=== polyline_drawer ===
==> polyline_drawer/m3.png <==
Scale bar: 50 um.
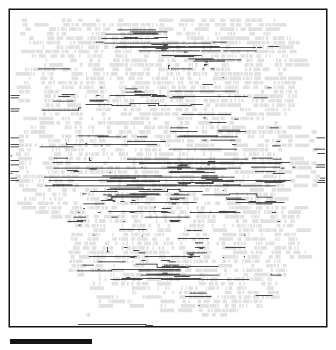

[src/rtl/polyline_drawer.sv]
// Polyline rasteriser: accepts vertices over valid/ready and draws each consecutive
// pair as a Bresenham segment, one pixel per clock, into a framebuffer write port.
module polyline_drawer #(
    parameter int HOR_ACTIVE_PIXELS = 640,
    parameter int VER_ACTIVE_PIXELS = 480,
    parameter int COLOR_WIDTH       = 1,
    parameter int X_WIDTH           = $clog2(HOR_ACTIVE_PIXELS),
    parameter int Y_WIDTH           = $clog2(VER_ACTIVE_PIXELS),
    parameter int ADDR_WIDTH        = $clog2(HOR_ACTIVE_PIXELS*VER_ACTIVE_PIXELS)
) (
    input  logic                   clk,
    input  logic                   rst_n,
    input  logic                   point_valid,
    output logic                   point_ready,
    input  logic [X_WIDTH-1:0]     point_x,
    input  logic [Y_WIDTH-1:0]     point_y,
    input  logic [COLOR_WIDTH-1:0] point_color,
    input  logic                   point_last,
    output logic                   busy,
    output logic                   write_enable,
    output logic [ADDR_WIDTH-1:0]  write_addr,
    output logic [COLOR_WIDTH-1:0] write_data
);

    localparam int MW = (X_WIDTH > Y_WIDTH) ? X_WIDTH : Y_WIDTH;
    localparam int PW = MW + 1;
    localparam int EW = MW + 2;

    typedef enum logic [1:0] {EMPTY, HELD, DRAW} state_t;

    typedef struct packed {
        logic [X_WIDTH-1:0] x;
        logic [Y_WIDTH-1:0] y;
        logic [EW-1:0]      e;
    } pos_t;

    // One Bresenham step; the error term is carried as raw bits and treated as signed here.
    function automatic pos_t bstep(input pos_t p, input logic signed [EW-1:0] ddx,
                                   input logic signed [EW-1:0] ddy, input logic xneg,
                                   input logic yneg);
        pos_t               q;
        logic signed [EW:0] e2, dxw, dyw;
        q   = p;
        e2  = {p.e, 1'b0};
        dxw = ddx;
        dyw = ddy;
        if (e2 >= dyw) begin
            q.e = q.e + ddy;
            q.x = xneg ? p.x - X_WIDTH'(1) : p.x + X_WIDTH'(1);
        end
        if (e2 <= dxw) begin
            q.e = q.e + ddx;
            q.y = yneg ? p.y - Y_WIDTH'(1) : p.y + Y_WIDTH'(1);
        end
        return q;
    endfunction

    function automatic logic [ADDR_WIDTH-1:0] addr_of(input logic [X_WIDTH-1:0] x,
                                                      input logic [Y_WIDTH-1:0] y);
        return ADDR_WIDTH'(y) * ADDR_WIDTH'(HOR_ACTIVE_PIXELS) + ADDR_WIDTH'(x);
    endfunction

    state_t                state, state_nx;
    logic                  alive, first_r, last_r, accept;
    logic [X_WIDTH-1:0]    hx, nx, adx;
    logic [Y_WIDTH-1:0]    hy, ny, ady;
    logic signed [EW-1:0]  dx_r, dy_r, s_dx, s_dy;
    logic                  sxn_r, syn_r, s_sxn, s_syn;
    logic [PW-1:0]         seg_len, pend;
    pos_t                  cur, cur_nx, seg_start, seg_skip;

    assign point_ready = alive && (state != DRAW);
    assign busy        = (state != EMPTY);
    assign accept      = point_valid && point_ready;

    // Segment setup from the held vertex to the (saturated) incoming vertex.
    always_comb begin
        nx = (32'(point_x) > 32'(HOR_ACTIVE_PIXELS - 1)) ? X_WIDTH'(HOR_ACTIVE_PIXELS - 1) : point_x;
        ny = (32'(point_y) > 32'(VER_ACTIVE_PIXELS - 1)) ? Y_WIDTH'(VER_ACTIVE_PIXELS - 1) : point_y;
        s_sxn   = nx < hx;
        s_syn   = ny < hy;
        adx     = s_sxn ? hx - nx : nx - hx;
        ady     = s_syn ? hy - ny : ny - hy;
        s_dx    = $signed(EW'(adx));
        s_dy    = -$signed(EW'(ady));
        seg_len = (PW'(adx) >= PW'(ady)) ? PW'(adx) : PW'(ady);
        seg_start.x = hx;
        seg_start.y = hy;
        seg_start.e = s_dx + s_dy;
        seg_skip = bstep(seg_start, s_dx, s_dy, s_sxn, s_syn);
        cur_nx   = bstep(cur, dx_r, dy_r, sxn_r, syn_r);
    end

    always_ff @(posedge clk or negedge rst_n) begin
        if (!rst_n) state <= EMPTY;
        else        state <= state_nx;
    end

    // DRAW stays one cycle past the last pixel so ready is low for k+1 cycles.
    always_comb begin
        state_nx = state;
        case (state)
            EMPTY:   if (accept) state_nx = point_last ? DRAW : HELD;
            HELD:    if (accept) state_nx = DRAW;
            DRAW:    if (pend == '0 && !write_enable) state_nx = last_r ? EMPTY : HELD;
            default: state_nx = EMPTY;
        endcase
    end

    always_ff @(posedge clk or negedge rst_n) begin
        if (!rst_n) begin
            alive        <= 1'b0;
            first_r      <= 1'b0;
            last_r       <= 1'b0;
            hx           <= '0;
            hy           <= '0;
            dx_r         <= '0;
            dy_r         <= '0;
            sxn_r        <= 1'b0;
            syn_r        <= 1'b0;
            pend         <= '0;
            cur          <= '0;
            write_enable <= 1'b0;
            write_addr   <= '0;
            write_data   <= '0;
        end else begin
            alive        <= 1'b1;
            write_enable <= 1'b0;
            case (state)
                EMPTY: if (accept) begin
                    if (point_last) begin
                        write_enable <= 1'b1;
                        write_addr   <= addr_of(nx, ny);
                        write_data   <= point_color;
                        pend         <= '0;
                        last_r       <= 1'b1;
                    end else begin
                        hx      <= nx;
                        hy      <= ny;
                        first_r <= 1'b1;
                    end
                end
                HELD: if (accept) begin
                    hx      <= nx;
                    hy      <= ny;
                    first_r <= 1'b0;
                    last_r  <= point_last;
                    dx_r    <= s_dx;
                    dy_r    <= s_dy;
                    sxn_r   <= s_sxn;
                    syn_r   <= s_syn;
                    if (first_r) begin
                        cur          <= seg_start;
                        write_enable <= 1'b1;
                        write_addr   <= addr_of(hx, hy);
                        write_data   <= point_color;
                        pend         <= seg_len;
                    end else if (seg_len != '0) begin
                        // Start pixel already written by the previous segment.
                        cur          <= seg_skip;
                        write_enable <= 1'b1;
                        write_addr   <= addr_of(seg_skip.x, seg_skip.y);
                        write_data   <= point_color;
                        pend         <= seg_len - PW'(1);
                    end else begin
                        pend <= '0;
                    end
                end
                DRAW: if (pend != '0) begin
                    cur          <= cur_nx;
                    write_enable <= 1'b1;
                    write_addr   <= addr_of(cur_nx.x, cur_nx.y);
                    pend         <= pend - PW'(1);
                end
                default: ;
            endcase
        end
    end

endmodule
[config.mk]
export PLATFORM = sky130hd
export DESIGN_NAME = polyline_drawer
export DESIGN_NICKNAME = d
export VERILOG_FILES = /design/src/rtl/polyline_drawer.sv
export SDC_FILE = /design/constraint.sdc
export NUM_CORES = 1
export LEC_CHECK = 0
export CORE_MARGIN = 3
export CORE_UTILIZATION = 45
export DETAILED_ROUTE_END_ITERATION = 6
export PLACE_DENSITY_LB_ADDON = 0.25
export SLEW_MARGIN = 15
export SYNTH_ARGS = -nofsm -noshare
export SYNTH_HDL_FRONTEND = slang
export SYNTH_SLANG_ARGS = --single-unit
[constraint.sdc]
create_clock -name clk -period 16.6 [get_ports clk]
set_input_delay 4.98 -clock clk [delete_from_list [all_inputs] [get_ports clk]]
set_output_delay 4.98 -clock clk [all_outputs]
set_load 0.01 [all_outputs]
=== trng_collector ===
### src/rtl/trng_collector.sv
// trng_collector: downstream stage of the ring-oscillator TRNG.
// Drives the oscillator enable, synchronizes the raw bit, applies a
// von Neumann debiaser, packs debiased bits into WIDTH-bit words and offers
// them on a valid/ready interface. A sticky repetition-count health test
// shuts the source down when the raw output sticks.
//
// Ports:
//   clk         system clock, also the TRNG sampling clock
//   reset       asynchronous active-high reset
//   enable      software enable for collector and oscillators
//   raw_bit     raw TRNG output (asynchronous to clk)
//   trng_en     oscillator enable (registered)
//   data        collected random word
//   valid       data holds an unconsumed word
//   ready       consumer takes data when valid & ready at a clk edge
//   health_fail sticky repetition-count failure flag
//
// state  | meaning
// IDLE   | collector off, partial word and health state cleared
// WARMUP | oscillators settling / synchronizer filling, samples discarded
// PAIR0  | capture first sample of a debiaser pair
// PAIR1  | compare second sample, emit first sample if the pair differs
// FAIL   | repetition-count test tripped, wait for enable to drop

module trng_collector #(
  parameter int WIDTH       = 32,
  parameter int RCT_LIMIT   = 64,
  parameter int SYNC_STAGES = 2
) (
  input  logic             clk,
  input  logic             reset,
  input  logic             enable,
  input  logic             raw_bit,
  output logic             trng_en,
  output logic [WIDTH-1:0] data,
  output logic             valid,
  input  logic             ready,
  output logic             health_fail
);

  localparam int CNT_W       = $clog2(WIDTH + 1);
  localparam int RUN_W       = $clog2(RCT_LIMIT + 1);
  localparam int WARM_CYCLES = SYNC_STAGES + 2;
  localparam int WARM_W      = $clog2(WARM_CYCLES + 1);

  typedef enum logic [2:0] {
    IDLE   = 3'd0,
    WARMUP = 3'd1,
    PAIR0  = 3'd2,
    PAIR1  = 3'd3,
    FAIL   = 3'd4
  } state_t;

  state_t                 state;
  logic [SYNC_STAGES-1:0] sync_q;
  logic                   s_bit;
  logic [WIDTH-1:0]       word;
  logic [CNT_W-1:0]       bit_cnt;
  logic                   pair_b0;
  logic                   prev_bit;
  logic [RUN_W-1:0]       run_cnt;
  logic [WARM_W-1:0]      warm_cnt;

  logic [RUN_W-1:0]       run_next;
  logic                   consuming;
  logic                   rct_trip;
  logic                   emit;
  logic                   word_full;
  logic                   xfer;

  generate
    if (SYNC_STAGES == 1) begin : g_sync1
      always_ff @(posedge clk or posedge reset) begin
        if (reset) sync_q <= '0;
        else       sync_q <= raw_bit;
      end
    end else begin : g_syncn
      always_ff @(posedge clk or posedge reset) begin
        if (reset) sync_q <= '0;
        else       sync_q <= {sync_q[SYNC_STAGES-2:0], raw_bit};
      end
    end
  endgenerate

  assign s_bit = sync_q[SYNC_STAGES-1];

  always_comb begin
    consuming = (state == PAIR0) || (state == PAIR1);
    // run_cnt == 0 marks "no previous consumed sample" since warmup
    if ((run_cnt != '0) && (s_bit == prev_bit)) run_next = run_cnt + 1'b1;
    else                                         run_next = RUN_W'(1);
    rct_trip  = consuming && (run_next == RUN_W'(RCT_LIMIT));
    emit      = (state == PAIR1) && (s_bit != pair_b0);
    word_full = (bit_cnt == CNT_W'(WIDTH));
    xfer      = word_full && (!valid || ready);
  end

  always_ff @(posedge clk or posedge reset) begin
    if (reset) begin
      state       <= IDLE;
      trng_en     <= 1'b0;
      data        <= '0;
      valid       <= 1'b0;
      health_fail <= 1'b0;
      word        <= '0;
      bit_cnt     <= '0;
      pair_b0     <= 1'b0;
      prev_bit    <= 1'b0;
      run_cnt     <= '0;
      warm_cnt    <= '0;
    end else begin
      trng_en <= enable & ~health_fail;

      // consumer handshake; a simultaneous transfer below overrides this
      if (valid && ready) valid <= 1'b0;

      if (!enable) begin
        state       <= IDLE;
        health_fail <= 1'b0;
        word        <= '0;
        bit_cnt     <= '0;
        pair_b0     <= 1'b0;
        prev_bit    <= 1'b0;
        run_cnt     <= '0;
        warm_cnt    <= '0;
      end else begin
        case (state)
          IDLE: begin
            if (!health_fail) begin
              state    <= WARMUP;
              warm_cnt <= WARM_W'(WARM_CYCLES - 1);
            end
          end

          WARMUP: begin
            if (warm_cnt == '0) state <= PAIR0;
            else                warm_cnt <= warm_cnt - 1'b1;
          end

          PAIR0, PAIR1: begin
            if (rct_trip) begin
              health_fail <= 1'b1;
              state       <= FAIL;
              valid       <= 1'b0;
              word        <= '0;
              bit_cnt     <= '0;
            end else begin
              run_cnt  <= run_next;
              prev_bit <= s_bit;
              if (state == PAIR0) begin
                pair_b0 <= s_bit;
                state   <= PAIR1;
              end else begin
                state <= PAIR0;
              end
              // a full word blocks packing: bits emitted while full are lost
              if (xfer) begin
                data    <= word;
                valid   <= 1'b1;
                bit_cnt <= '0;
              end else if (emit && !word_full) begin
                word    <= {word[WIDTH-2:0], pair_b0};
                bit_cnt <= bit_cnt + 1'b1;
              end
            end
          end

          FAIL: begin
            state <= FAIL;
          end

          default: state <= IDLE;
        endcase
      end
    end
  end

endmodule

### config.mk
export PLATFORM = sky130hd
export DESIGN_NAME = trng_collector
export DESIGN_NICKNAME = d
export VERILOG_FILES = /design/src/rtl/trng_collector.sv
export SDC_FILE = /design/constraint.sdc
export NUM_CORES = 1
export LEC_CHECK = 0
export CORE_ASPECT_RATIO = 2
export CORE_MARGIN = 3
export CORE_UTILIZATION = 35
export CTS_BUF_LIST = sky130_fd_sc_hd__clkbuf_4 sky130_fd_sc_hd__clkbuf_8 sky130_fd_sc_hd__clkbuf_16
export DETAILED_ROUTE_END_ITERATION = 7
export MAX_ROUTING_LAYER = met4
export SLEW_MARGIN = 5
export SYNTH_ARGS = -nofsm -noshare
export SYNTH_HDL_FRONTEND = slang
export SYNTH_SLANG_ARGS = --single-unit
### constraint.sdc
create_clock -name clk -period 4.7 [get_ports clk]
set_input_delay 0.47 -clock clk [delete_from_list [all_inputs] [get_ports clk]]
set_output_delay 0.47 -clock clk [all_outputs]
set_load 0.005 [all_outputs]
=== temp_frame_tx ===
--- config.mk ---
export PLATFORM = sky130hd
export DESIGN_NAME = temp_frame_tx
export DESIGN_NICKNAME = d
export VERILOG_FILES = /design/src/rtl/temp_frame_pkg.sv /design/src/rtl/uart_tx_byte.sv /design/src/rtl/temp_frame_tx.sv
export SDC_FILE = /design/constraint.sdc
export NUM_CORES = 1
export LEC_CHECK = 0
export CAP_MARGIN = 20
export CORE_MARGIN = 2
export CORE_UTILIZATION = 25
export CTS_BUF_LIST = sky130_fd_sc_hd__clkbuf_2 sky130_fd_sc_hd__clkbuf_4 sky130_fd_sc_hd__clkbuf_8
export CTS_CLUSTER_SIZE = 24
export DETAILED_ROUTE_END_ITERATION = 8
export PLACE_DENSITY = 0.39
export SLEW_MARGIN = 20
export SYNTH_ARGS = -nofsm -noshare
export SYNTH_HDL_FRONTEND = slang
export SYNTH_SLANG_ARGS = --single-unit
--- constraint.sdc ---
create_clock -name clk -period 2.7 [get_ports clk]
set_clock_uncertainty 0.1 [all_clocks]
set_input_delay 0.81 -clock clk [delete_from_list [all_inputs] [get_ports clk]]
set_output_delay 0.81 -clock clk [all_outputs]
set_load 0.01 [all_outputs]
--- src/rtl/temp_frame_pkg.sv ---
// Shared constants, state encodings and checksum helper for the temperature frame transmitter.
// Latency: n/a (declarations only).
// Backpressure: n/a.
//
// Configuration macro: TX_CHECKSUM_EN
//   defined   -> 5-byte frame, byte 4 is the 8-bit wrapping checksum
//   undefined -> 4-byte frame, no checksum logic
package temp_frame_pkg;

    localparam logic [7:0] HDR0 = 8'hA5;
    localparam logic [7:0] HDR1 = 8'h5A;

`ifdef TX_CHECKSUM_EN
    localparam int FRAME_LEN = 5;
`else
    localparam int FRAME_LEN = 4;
`endif

    // Frame-level sequencing
    typedef enum logic [1:0] {
        F_IDLE,
        F_LOAD,
        F_SEND,
        F_DONE
    } frame_state_t;

    // Bit-level sequencing; DATA states are consecutive so the serializer
    // can step through them with a simple increment.
    typedef enum logic [3:0] {
        B_IDLE  = 4'd0,
        B_START = 4'd1,
        B_DATA0 = 4'd2,
        B_DATA1 = 4'd3,
        B_DATA2 = 4'd4,
        B_DATA3 = 4'd5,
        B_DATA4 = 4'd6,
        B_DATA5 = 4'd7,
        B_DATA6 = 4'd8,
        B_DATA7 = 4'd9,
        B_STOP  = 4'd10
    } bit_state_t;

    // 8-bit wrapping sum of both header bytes and both data bytes
    function automatic logic [7:0] frame_checksum(input logic [15:0] data);
        return HDR0 + HDR1 + data[15:8] + data[7:0];
    endfunction

endpackage

--- src/rtl/uart_tx_byte.sv ---
// Single-byte 8N1 UART serializer (start, 8 data bits LSB first, stop).
// Latency: line goes low the cycle after load; byte takes 10*BPS_CNT cycles.
// Backpressure: load is honoured only while idle; the caller waits for byte_done.
//
// Ports:
//   clk, rst   rising-edge clock, asynchronous active-high reset
//   load       one-cycle request to start sending byte_in
//   byte_in    byte to transmit, captured with load
//   rs232_tx   serial line, idle high
//   byte_done  one-cycle pulse during the last cycle of the stop bit
//
// BPS_CNT must be at least 2 (byte_done is registered from a one-cycle-early decode).
module uart_tx_byte
    import temp_frame_pkg::*;
#(
    parameter int BPS_CNT = 5208
) (
    input  logic       clk,
    input  logic       rst,
    input  logic       load,
    input  logic [7:0] byte_in,
    output logic       rs232_tx,
    output logic       byte_done
);

    localparam int CNT_W = (BPS_CNT > 1) ? $clog2(BPS_CNT) : 1;
    localparam logic [CNT_W-1:0] CNT_LAST = CNT_W'(BPS_CNT - 1);
    localparam logic [CNT_W-1:0] CNT_PRE  = CNT_W'(BPS_CNT - 2);

    bit_state_t       bit_state;
    logic [CNT_W-1:0] baud_cnt;
    logic [7:0]       shreg;

    always_ff @(posedge clk or posedge rst) begin
        if (rst) begin
            bit_state <= B_IDLE;
            baud_cnt  <= '0;
            shreg     <= '0;
            rs232_tx  <= 1'b1;
            byte_done <= 1'b0;
        end else begin
            // Decoded one cycle early so the pulse lines up with the final stop-bit cycle
            byte_done <= (bit_state == B_STOP) && (baud_cnt == CNT_PRE);

            if (bit_state == B_IDLE) begin
                // Baud counter is parked at zero between bytes
                baud_cnt <= '0;
                if (load) begin
                    bit_state <= B_START;
                    shreg     <= byte_in;
                    rs232_tx  <= 1'b0;
                end
            end else if (baud_cnt == CNT_LAST) begin
                baud_cnt <= '0;
                case (bit_state)
                    B_STOP: begin
                        bit_state <= B_IDLE;
                    end
                    B_DATA7: begin
                        bit_state <= B_STOP;
                        rs232_tx  <= 1'b1;
                    end
                    default: begin
                        // START or DATA0..DATA6: present the next data bit
                        bit_state <= bit_state_t'(bit_state + 4'd1);
                        rs232_tx  <= shreg[0];
                        shreg     <= {1'b0, shreg[7:1]};
                    end
                endcase
            end else begin
                baud_cnt <= baud_cnt + 1'b1;
            end
        end
    end

endmodule

--- src/rtl/temp_frame_tx.sv ---
// Temperature frame transmitter: A5 5A hi lo [checksum] as back-to-back 8N1 bytes.
// Latency: start bit from 2 cycles after acceptance; tx_done at T+1+FRAME_LEN*(10*BPS_CNT+1).
// Backpressure: none; tx_start is ignored unless idle, no queuing.
//
// Ports:
//   clk, rst   rising-edge clock, asynchronous active-high reset
//   tx_start   one-cycle send request
//   tx_data    16-bit temperature word, sampled on acceptance only
//   rs232_tx   serial line, idle high
//   tx_busy    high from the cycle after acceptance through the tx_done cycle
//   tx_done    one-cycle pulse at frame end
//
// Configuration macro: TX_CHECKSUM_EN (defined -> checksum byte appended)
module temp_frame_tx
    import temp_frame_pkg::*;
#(
    parameter int CLK_FREQ = 50_000_000,
    parameter int BAUD     = 9600
) (
    input  logic        clk,
    input  logic        rst,
    input  logic        tx_start,
    input  logic [15:0] tx_data,
    output logic        rs232_tx,
    output logic        tx_busy,
    output logic        tx_done
);

    localparam int BPS_CNT = CLK_FREQ / BAUD;
    localparam logic [2:0] LAST_IDX = 3'(FRAME_LEN - 1);

    frame_state_t state;
    logic [2:0]   byte_idx;
    logic [7:0]   data_hi;
    logic [7:0]   data_lo;
`ifdef TX_CHECKSUM_EN
    logic [7:0]   csum_q;
`endif

    logic       load;
    logic       byte_done;
    logic [7:0] byte_mux;

    // The serializer is idle for the whole LOAD cycle, so LOAD doubles as its load strobe
    assign load = (state == F_LOAD);

    always_comb begin
        byte_mux = HDR0;
        case (byte_idx)
            3'd0:    byte_mux = HDR0;
            3'd1:    byte_mux = HDR1;
            3'd2:    byte_mux = data_hi;
            3'd3:    byte_mux = data_lo;
`ifdef TX_CHECKSUM_EN
            3'd4:    byte_mux = csum_q;
`endif
            default: byte_mux = HDR0;
        endcase
    end

    always_ff @(posedge clk or posedge rst) begin
        if (rst) begin
            state    <= F_IDLE;
            byte_idx <= '0;
            data_hi  <= '0;
            data_lo  <= '0;
`ifdef TX_CHECKSUM_EN
            csum_q   <= '0;
`endif
            tx_busy  <= 1'b0;
            tx_done  <= 1'b0;
        end else begin
            case (state)
                F_IDLE: begin
                    if (tx_start) begin
                        data_hi  <= tx_data[15:8];
                        data_lo  <= tx_data[7:0];
`ifdef TX_CHECKSUM_EN
                        csum_q   <= frame_checksum(tx_data);
`endif
                        byte_idx <= '0;
                        tx_busy  <= 1'b1;
                        state    <= F_LOAD;
                    end
                end
                F_LOAD: begin
                    state <= F_SEND;
                end
                F_SEND: begin
                    if (byte_done) begin
                        if (byte_idx == LAST_IDX) begin
                            tx_done <= 1'b1;
                            state   <= F_DONE;
                        end else begin
                            byte_idx <= byte_idx + 3'd1;
                            state    <= F_LOAD;
                        end
                    end
                end
                F_DONE: begin
                    // tx_start here is deliberately not looked at
                    tx_done <= 1'b0;
                    tx_busy <= 1'b0;
                    state   <= F_IDLE;
                end
                default: begin
                    state <= F_IDLE;
                end
            endcase
        end
    end

    uart_tx_byte #(
        .BPS_CNT (BPS_CNT)
    ) u_byte (
        .clk       (clk),
        .rst       (rst),
        .load      (load),
        .byte_in   (byte_mux),
        .rs232_tx  (rs232_tx),
        .byte_done (byte_done)
    );

endmodule
=== uart_tx_framer_configurable_flat ===
`config.mk`:
```
export PLATFORM = sky130hd
export DESIGN_NAME = uart_tx_framer_configurable_flat
export DESIGN_NICKNAME = d
export VERILOG_FILES = /design/src/rtl/uart_tx_framer_configurable_if.sv /design/src/rtl/uart_tx_framer_configurable.sv /design/src/flat_wrapper.sv
export SDC_FILE = /design/constraint.sdc
export NUM_CORES = 1
export LEC_CHECK = 0
export ABC_CLOCK_PERIOD_IN_PS = 2900
export CAP_MARGIN = 10
export CORE_MARGIN = 1.5
export CORE_UTILIZATION = 35
export DETAILED_ROUTE_END_ITERATION = 8
export GPL_TIMING_DRIVEN = 0
export PLACE_DENSITY_LB_ADDON = 0.08
export SLEW_MARGIN = 5
export SYNTH_ARGS = -nofsm -noshare
export SYNTH_HDL_FRONTEND = slang
export SYNTH_SLANG_ARGS = --single-unit
```
`constraint.sdc`:
```
create_clock -name i_clock -period 2.9 [get_ports i_clock]
set_input_delay 0.58 -clock i_clock [delete_from_list [all_inputs] [get_ports i_clock]]
set_output_delay 0.58 -clock i_clock [all_outputs]
set_load 0.01 [all_outputs]
```
`src/rtl/uart_tx_framer_configurable_if.sv`:
```
// Byte/config handshake between a host-side byte source and the UART TX framer.
// Signal names mirror the framer's port names so the source side reads naturally.
interface uart_tx_framer_configurable_if #(
  parameter int unsigned DATA_WIDTH    = 8,
  parameter int unsigned DIVISOR_WIDTH = 16
);
  logic [DATA_WIDTH-1:0]    i_data;
  logic                     i_valid;
  logic                     o_ready;
  logic [DIVISOR_WIDTH-1:0] i_divisor;
  logic                     i_parity_en;
  logic                     i_parity_odd;
  logic                     i_stop2;

  modport master (
    output i_data, i_valid, i_divisor, i_parity_en, i_parity_odd, i_stop2,
    input  o_ready
  );

  modport slave (
    input  i_data, i_valid, i_divisor, i_parity_en, i_parity_odd, i_stop2,
    output o_ready
  );
endinterface

```
`src/rtl/uart_tx_framer_configurable.sv`:
```
// UART transmitter with valid/ready byte intake and per-frame latched baud divisor,
// parity mode and stop-bit count. Control FSM and serialiser live in one block.
module uart_tx_framer_configurable #(
  parameter int unsigned DATA_WIDTH        = 8,
  parameter int unsigned DIVISOR_WIDTH     = 16,
  parameter int unsigned BIT_COUNTER_WIDTH = 4
) (
  input  logic                               i_clock,
  input  logic                               i_resetL,
  uart_tx_framer_configurable_if.slave       bus_if,
  output logic                               o_TX,
  output logic                               o_busy,
  output logic                               o_done
);

  localparam int unsigned DW  = DATA_WIDTH;
  localparam int unsigned DVW = DIVISOR_WIDTH;
  localparam int unsigned BCW = BIT_COUNTER_WIDTH;

  typedef enum logic [2:0] {
    ST_IDLE,
    ST_START,
    ST_DATA,
    ST_PARITY,
    ST_STOP
  } state_e;

  // Frame format captured at the handshake and held for the whole frame.
  typedef struct packed {
    logic [DVW-1:0] div;
    logic           par_en;
    logic           par_bit;
    logic           stop2;
  } frame_cfg_t;

  state_e           state_q, state_d;
  frame_cfg_t       cfg_q,   cfg_d;
  logic [DW-1:0]    shift_q, shift_d;
  logic [DVW-1:0]   cnt_q,   cnt_d;
  logic [BCW-1:0]   idx_q,   idx_d;
  logic             tx_q,    tx_d;
  logic             ready_q, ready_d;
  logic             busy_q,  busy_d;
  logic             done_q,  done_d;
  logic             bit_end_c;

  always_ff @(posedge i_clock or negedge i_resetL) begin
    if (!i_resetL) begin
      state_q <= ST_IDLE;
      cfg_q   <= '0;
      shift_q <= '0;
      cnt_q   <= '0;
      idx_q   <= '0;
      tx_q    <= 1'b1;
      ready_q <= 1'b1;
      busy_q  <= 1'b0;
      done_q  <= 1'b0;
    end else begin
      state_q <= state_d;
      cfg_q   <= cfg_d;
      shift_q <= shift_d;
      cnt_q   <= cnt_d;
      idx_q   <= idx_d;
      tx_q    <= tx_d;
      ready_q <= ready_d;
      busy_q  <= busy_d;
      done_q  <= done_d;
    end
  end

  always_comb begin
    state_d = state_q;
    cfg_d   = cfg_q;
    shift_d = shift_q;
    idx_d   = idx_q;
    tx_d    = tx_q;
    ready_d = ready_q;
    busy_d  = busy_q;
    done_d  = 1'b0;

    // Bit-period timer: wraps to 0 on the last clock of every bit.
    bit_end_c = (cnt_q == (cfg_q.div - DVW'(1)));
    cnt_d     = bit_end_c ? '0 : (cnt_q + DVW'(1));

    unique case (state_q)
      ST_IDLE: begin
        cnt_d = '0;
        if (bus_if.i_valid && ready_q) begin
          shift_d       = bus_if.i_data;
          cfg_d.div     = (bus_if.i_divisor == '0) ? DVW'(1) : bus_if.i_divisor;
          cfg_d.par_en  = bus_if.i_parity_en;
          cfg_d.par_bit = (^bus_if.i_data) ^ bus_if.i_parity_odd;
          cfg_d.stop2   = bus_if.i_stop2;
          idx_d         = '0;
          state_d       = ST_START;
          tx_d          = 1'b0;
          ready_d       = 1'b0;
          busy_d        = 1'b1;
        end
      end

      ST_START: begin
        if (bit_end_c) begin
          state_d = ST_DATA;
          idx_d   = '0;
          tx_d    = shift_q[0];
        end
      end

      // Payload leaves LSB first; the shifter keeps the next bit at position 1.
      ST_DATA: begin
        if (bit_end_c) begin
          if (idx_q == BCW'(DW - 1)) begin
            idx_d = '0;
            if (cfg_q.par_en) begin
              state_d = ST_PARITY;
              tx_d    = cfg_q.par_bit;
            end else begin
              state_d = ST_STOP;
              tx_d    = 1'b1;
            end
          end else begin
            idx_d   = idx_q + BCW'(1);
            shift_d = shift_q >> 1;
            tx_d    = shift_q[1];
          end
        end
      end

      ST_PARITY: begin
        if (bit_end_c) begin
          state_d = ST_STOP;
          idx_d   = '0;
          tx_d    = 1'b1;
        end
      end

      // idx counts stop bits here so a second stop period reuses the same timer.
      ST_STOP: begin
        if (bit_end_c) begin
          if (cfg_q.stop2 && (idx_q == '0)) begin
            idx_d = BCW'(1);
          end else begin
            state_d = ST_IDLE;
            idx_d   = '0;
            tx_d    = 1'b1;
            ready_d = 1'b1;
            busy_d  = 1'b0;
            done_d  = 1'b1;
          end
        end
      end

      default: begin
        state_d = ST_IDLE;
        tx_d    = 1'b1;
        ready_d = 1'b1;
        busy_d  = 1'b0;
      end
    endcase
  end

  assign bus_if.o_ready = ready_q;
  assign o_TX           = tx_q;
  assign o_busy         = busy_q;
  assign o_done         = done_q;

endmodule

```
`src/flat_wrapper.sv`:
```
// flat-port wrapper written by rule: the top's interface ports become plain ports
module uart_tx_framer_configurable_flat 
#(
  parameter int unsigned DATA_WIDTH        = 8,
  parameter int unsigned DIVISOR_WIDTH     = 16,
  parameter int unsigned BIT_COUNTER_WIDTH = 4
)
  (i_clock, i_resetL, o_TX, o_busy, o_done, bus_if_i_data, bus_if_i_valid, bus_if_i_divisor, bus_if_i_parity_en, bus_if_i_parity_odd, bus_if_i_stop2, bus_if_o_ready);
  uart_tx_framer_configurable_if #(.DATA_WIDTH(DATA_WIDTH), .DIVISOR_WIDTH(DIVISOR_WIDTH)) bus_if_i ();
  input  logic i_clock;
  input  logic i_resetL;
  output logic o_TX;
  output logic o_busy;
  output logic o_done;
  input wire logic [$bits(bus_if_i.i_data)-1:0] bus_if_i_data;
  input wire logic [$bits(bus_if_i.i_valid)-1:0] bus_if_i_valid;
  input wire logic [$bits(bus_if_i.i_divisor)-1:0] bus_if_i_divisor;
  input wire logic [$bits(bus_if_i.i_parity_en)-1:0] bus_if_i_parity_en;
  input wire logic [$bits(bus_if_i.i_parity_odd)-1:0] bus_if_i_parity_odd;
  input wire logic [$bits(bus_if_i.i_stop2)-1:0] bus_if_i_stop2;
  output wire logic [$bits(bus_if_i.o_ready)-1:0] bus_if_o_ready;
  assign bus_if_i.i_data = bus_if_i_data;
  assign bus_if_i.i_valid = bus_if_i_valid;
  assign bus_if_i.i_divisor = bus_if_i_divisor;
  assign bus_if_i.i_parity_en = bus_if_i_parity_en;
  assign bus_if_i.i_parity_odd = bus_if_i_parity_odd;
  assign bus_if_i.i_stop2 = bus_if_i_stop2;
  assign bus_if_o_ready = bus_if_i.o_ready;
  uart_tx_framer_configurable #(.DATA_WIDTH(DATA_WIDTH), .DIVISOR_WIDTH(DIVISOR_WIDTH), .BIT_COUNTER_WIDTH(BIT_COUNTER_WIDTH)) u_core (.i_clock(i_clock), .i_resetL(i_resetL), .bus_if(bus_if_i), .o_TX(o_TX), .o_busy(o_busy), .o_done(o_done));
endmodule
```
==> uart_tx_framer_configurable_flat/clock_nets.png <==
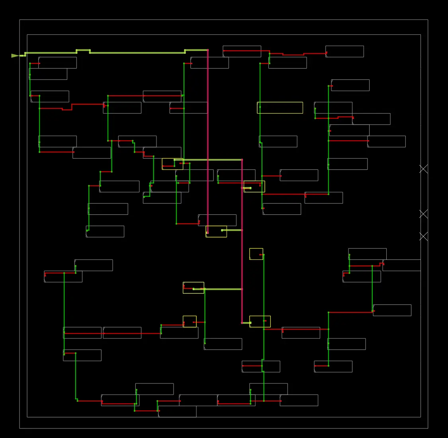
CTS sink count: 54
Flops: 54
CLK BUF: 5

==> uart_tx_framer_configurable_flat/m2.png <==
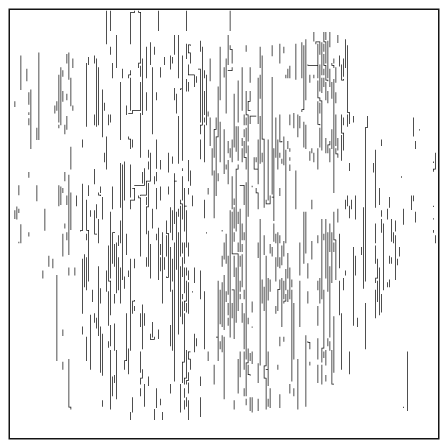
The wires run mostly vertical. 385 nets have wire on it. The longest straight run is 40.8 um. The layer holds 44% of the routed length.

==> changes_impl.md, uart_tx_framer_configurable_flat <==
## Flow update

* Reg clk slew, reported paths at 0.11 ns
* YS chip area at 0.00321 mm^2
* Cell Area, Synth at 0.00321 mm^2
* Worst path depth at 9
* # Taps at 108
* Commonest Layout Cell: nand2_1
* Multi-input gate area at 0.00187 mm^2
* Failing checks: DRC
* Mi-comb count at 295
* Tightest Hold Check Type: in -> async
* MUX area fraction at 0.312%
* Worst endpoint data arrival time at 3.14 ns
* Drt drc at 3
* # rows at 34
* End of the worst register-to-register path: u_core.idx_q[3]
* Signal buf overhead at 13.8%
* RSZ-0062 raised after global routing: true
* Layout Cells excl Fill at 540
* Clock latency (worst-skew pair) at 0.32 ns
* Inverters at 9
* Area Growth Syn to Fin at 26.7%
* Initial DRC count at 104
* Synth Seq Share at 42.1%
* Most frequent cells in the layout: 71 x nand2_1, 50 x dfrtp_1, 38 x nor2_1
* Count leader, synth: nand2_1
* Status: finished with violations
## uart_tx_framer_configurable_flat: per-layer routing
layer,up-vias,global-route usage [%],routed length (um)
met2,41,26.8,3570
met5,-,0,0
met4,0,4.29,83
li1,1407,-,-
met1,1404,26.1,4320
met3,7,2.48,207
## uart_tx_framer_configurable_flat: worst register-to-register path, stage by stage (launching register included)
cell     delay [ns]
dfrtp_2        0.43
or4_4          0.57
or3_4          0.43
nor4_4         0.25
o22ai_2        0.13
nor4_4         0.27
buf_4          0.18
a21oi_4        0.06
or4_1          0.42
nand3_1        0.10
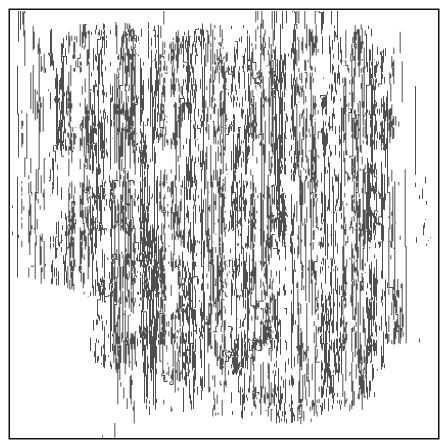
(polyline_drawer/m2.png)
The wires run mostly vertical. The layer holds 42% of the routed length. The layer carries 20.7 mm of wire. 1813 nets have wire on it.
drt total wl: 48900 um
grt met2 use: 40.1%
DR vias: 14335

==> polyline_drawer/clock_nets.png <==
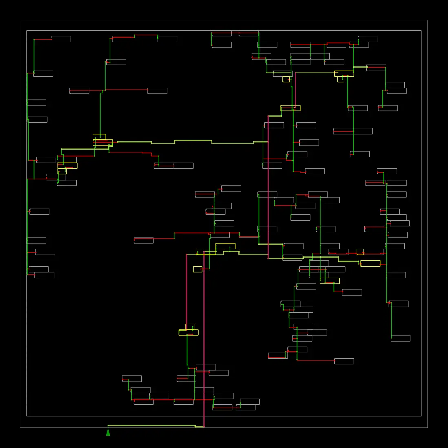
TritonCTS buffer count: 9
Layout Skew: 0.0126 ns
CLK BUF: 9
CTS sink count: 111
clock latency (worst-skew pair): 0.40 ns

About polyline_drawer/m3.png:
The wires run mostly horizontal. The layer holds 8.0% of the routed length.

==> changes_impl.md, polyline_drawer <==
## Flow update

* Fill cells at 3329
* Reg2reg start: hx[8]
* Synth Area in XOR/XNOR at 9.21%
* Maximum fanout along the worst path at 25
* Status: completed
* DIE HEIGHT at 193 um
* Met2 WL at 20700 um
* Syn Inst Count at 1956
* Post-route cell area at 0.0168 mm^2
* Synthesized area per cell at 8.01 um^2
* Clock Path Buffers at 2
* Count leader, synth: ha_1
* Register with the highest flop count: cur
* Gr busiest metal: met2
* Die width at 193 um
* Reg clk slew, reported paths at 0.09 ns
* PnR worst setup slack at 1.19 ns
* Die area at 0.0371 mm^2
* Antenna violations before repair at 1
* Count of library flops with an enable pin at 0
* Commonest cells in the netlist: 238 x ha_1, 171 x nand2_1, 167 x inv_1
* Initial DRC count at 1275
[polyline_drawer: critical path: cells and delay by family]
family	cells	cell delay, ns
xor+xnor	3	0.89
buf+inv	5	1.08
compound gates	14	3.47
fa+ha+maj	6	2.18
simple gates	13	2.34
mux	1	0.69
[polyline_drawer: final cells by class]
cell class	count	area share, %
Multi-Input combinational cell	1599	70.9
Timing Repair Buffer	66	3.63
Tap cell	448	3.34
Sequential cell	111	16.6
Inverter	169	3.78
Clock buffer	9	1.34
Clock inverter	7	0.455
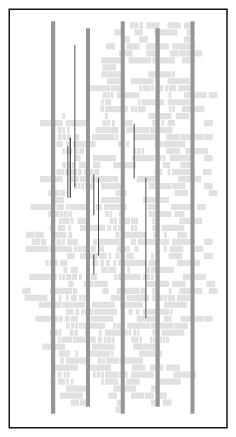
(trng_collector/m4.png)
Supply wires on this layer in gray.
The layer holds 2.7% of the routed length. 6 nets have wire on it. The wires run mostly vertical. The layer carries 226 um of wire.

==> trng_collector/m2.png <==
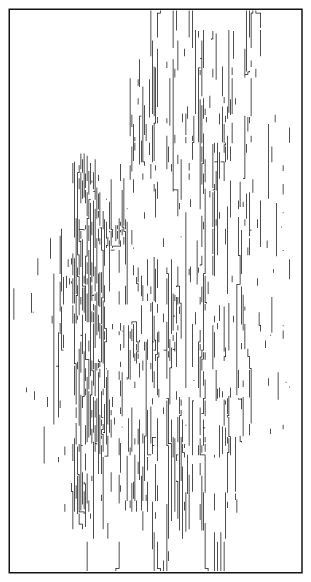
The wires run mostly vertical. The layer carries 4590 um of wire. The layer holds 54% of the routed length. 366 nets have wire on it. The longest straight run is 50.7 um.
grt met2 use: 24.5%
drt total wl: 8530 um
DR vias: 2906

==> changes_impl.md, trng_collector <==
## Flow update

* YS chip area at 0.00428 mm^2
* Cell Area, Synth at 0.00428 mm^2
* Layout cell share with drive strength beyond 1 at 18.9%
* Yosys cell count at 388
* Status: completed
* Initial Utilization at 36.1%
* Initial DRC count at 187
* DRT Pass-1 Iters at 4
* Worst slew pin tran at 1.13 ns
* Crit path DRT at 4.88 ns
* Synth Area in XOR/XNOR at 1.23%
* Area Growth Syn to Fin at 16.8%
* Inverters at 10
* Critical Path End Type: register
* I/O Buffers at 39
* Adder share at 1.75%
* Synth Area in Compound Gates at 13.7%
* Synthesized area per cell at 11.0 um^2
* Area-dominant class: flip-flops and latches
* IO Pins at 40
* Largest net degree at the start of global routing at 47
* Final hold vios at 0
* Met2 WL at 4590 um
* Most frequent cells in the layout: 90 x dfrtp_1, 86 x nand2_1, 39 x clkdlybuf4s50_1
* Fill cells at 1122
* GR Util met3 at 2.63%
* Commonest Layout Cell: dfrtp_1
==> trng_collector: flip-flops by register name, summed over array words and instances (netlist names), 2 cells and up <==
name and count:
data 32, word 32, run_cnt 7, bit_cnt 6, state 3, warm_cnt 3
sync_q 2
==> trng_collector: path summary, 6_finish.rpt <==
path                            cells after the start        end        from
min in group asynchronous                           2   data[23]       reset
worst min register to register                      0  sync_q[1]   sync_q[0]
worst max-delay path                                8    word[3]  run_cnt[0]
worst min-delay path                                0  sync_q[1]   sync_q[0]
worst max register to register                      8    word[3]  run_cnt[0]
max in group asynchronous                           3   word[15]       reset
==> temp_frame_tx/clock_nets.png <==
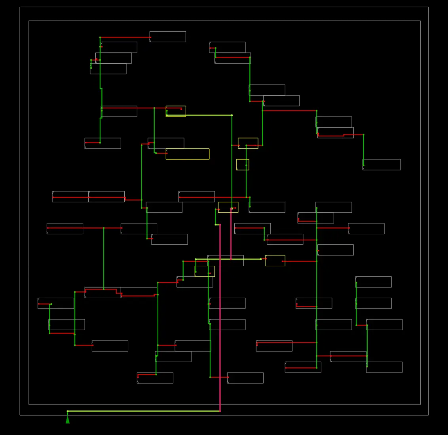
TritonCTS buffer count: 5
Flops: 50
clock latency (worst-skew pair): 0.31 ns
CTS sink count: 50

==> temp_frame_tx/m3.png <==
Scale bar: 20 um.
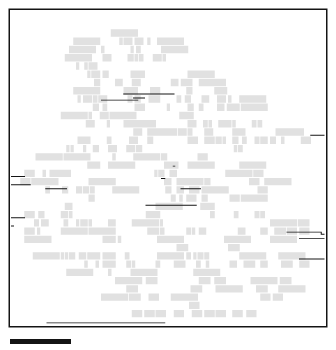
14 nets have wire on it. The layer carries 151 um of wire. The longest straight run is 38.9 um. The layer holds 2.9% of the routed length.
DR vias: 1754
GR Util met3: 2.44%

==> changes_impl.md, temp_frame_tx <==
## Flow update

* Status: completed
* Root Buffer: clkbuf_8
* Worst endpoint data arrival time at 2.39 ns
* Yosys top cell by area: dfrtp_1
* CP Capture Point: u_byte.shreg[1]
* Layout cell share with drive strength beyond 1 at 15.2%
* Initial DRC count at 37
* RSZ-0062 raised after global routing: false
* Total track usage at 10.6%
* Hold Crit Start: u_byte.rs232_tx
* Syn Inst Count at 231
* Top area cell types: dfrtp_1 49%, mux2_2 7.6%, ha_1 5.0%
* Async set-reset flop share out of synthesis at 100%
* Drt total wl at 5250 um
* Die width at 104 um
* DIE HEIGHT at 104 um
* Tool warnings at 32
* Total negative slack at 0 ns
* Signal buf overhead at 8.64%
* MUX area fraction at 7.63%
* Registers, synthesis at 50
## temp_frame_tx: metrics by stage
step                      utilization [%]  worst slack (ns)  instances  instance area [um^2]
after global placement               29.7             0.367        382                  2910
final                                30.8             0.400        389                  3010
after CTS                            30.8             0.380        389                  3010
after global routing                 30.8             0.262        389                  3010
after detailed placement             29.7             0.362        382                  2910
after floorplan                         -             0.396        231                  2510
## temp_frame_tx: metal layers
layer	GRT usage, %	up-vias	part of all wire, %
met5	0	-	0
met4	3.76	0	1.1
met3	2.44	4	2.9
met2	15.5	23	44
met1	15.3	845	52
li1	-	882	-


==> layout pictures side by side <==
M1 wires.
Supply wires on this layer in gray.
picture 1
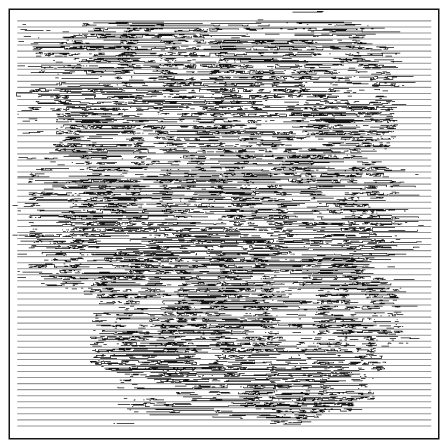
picture 2
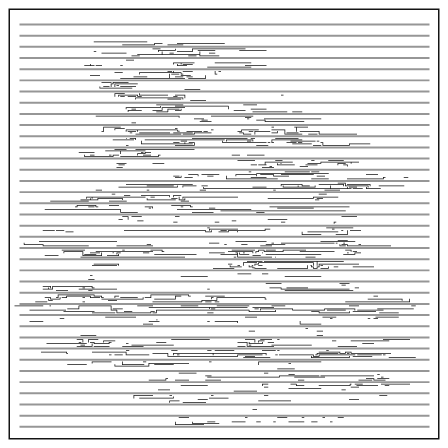
picture 3
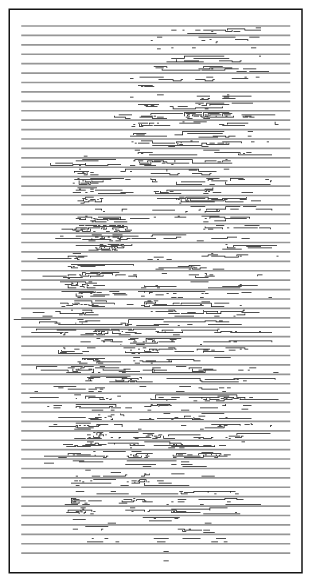
picture 4
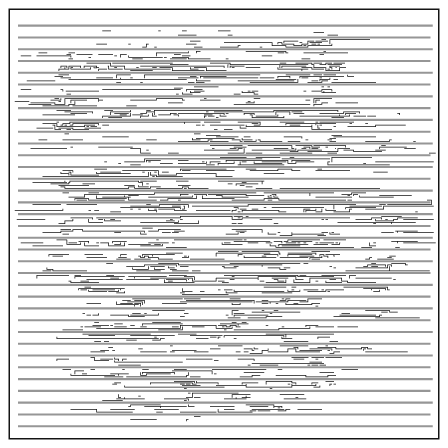
- polyline_drawer = picture 1
- uart_tx_framer_configurable_flat = picture 4
- trng_collector = picture 3
- temp_frame_tx = picture 2

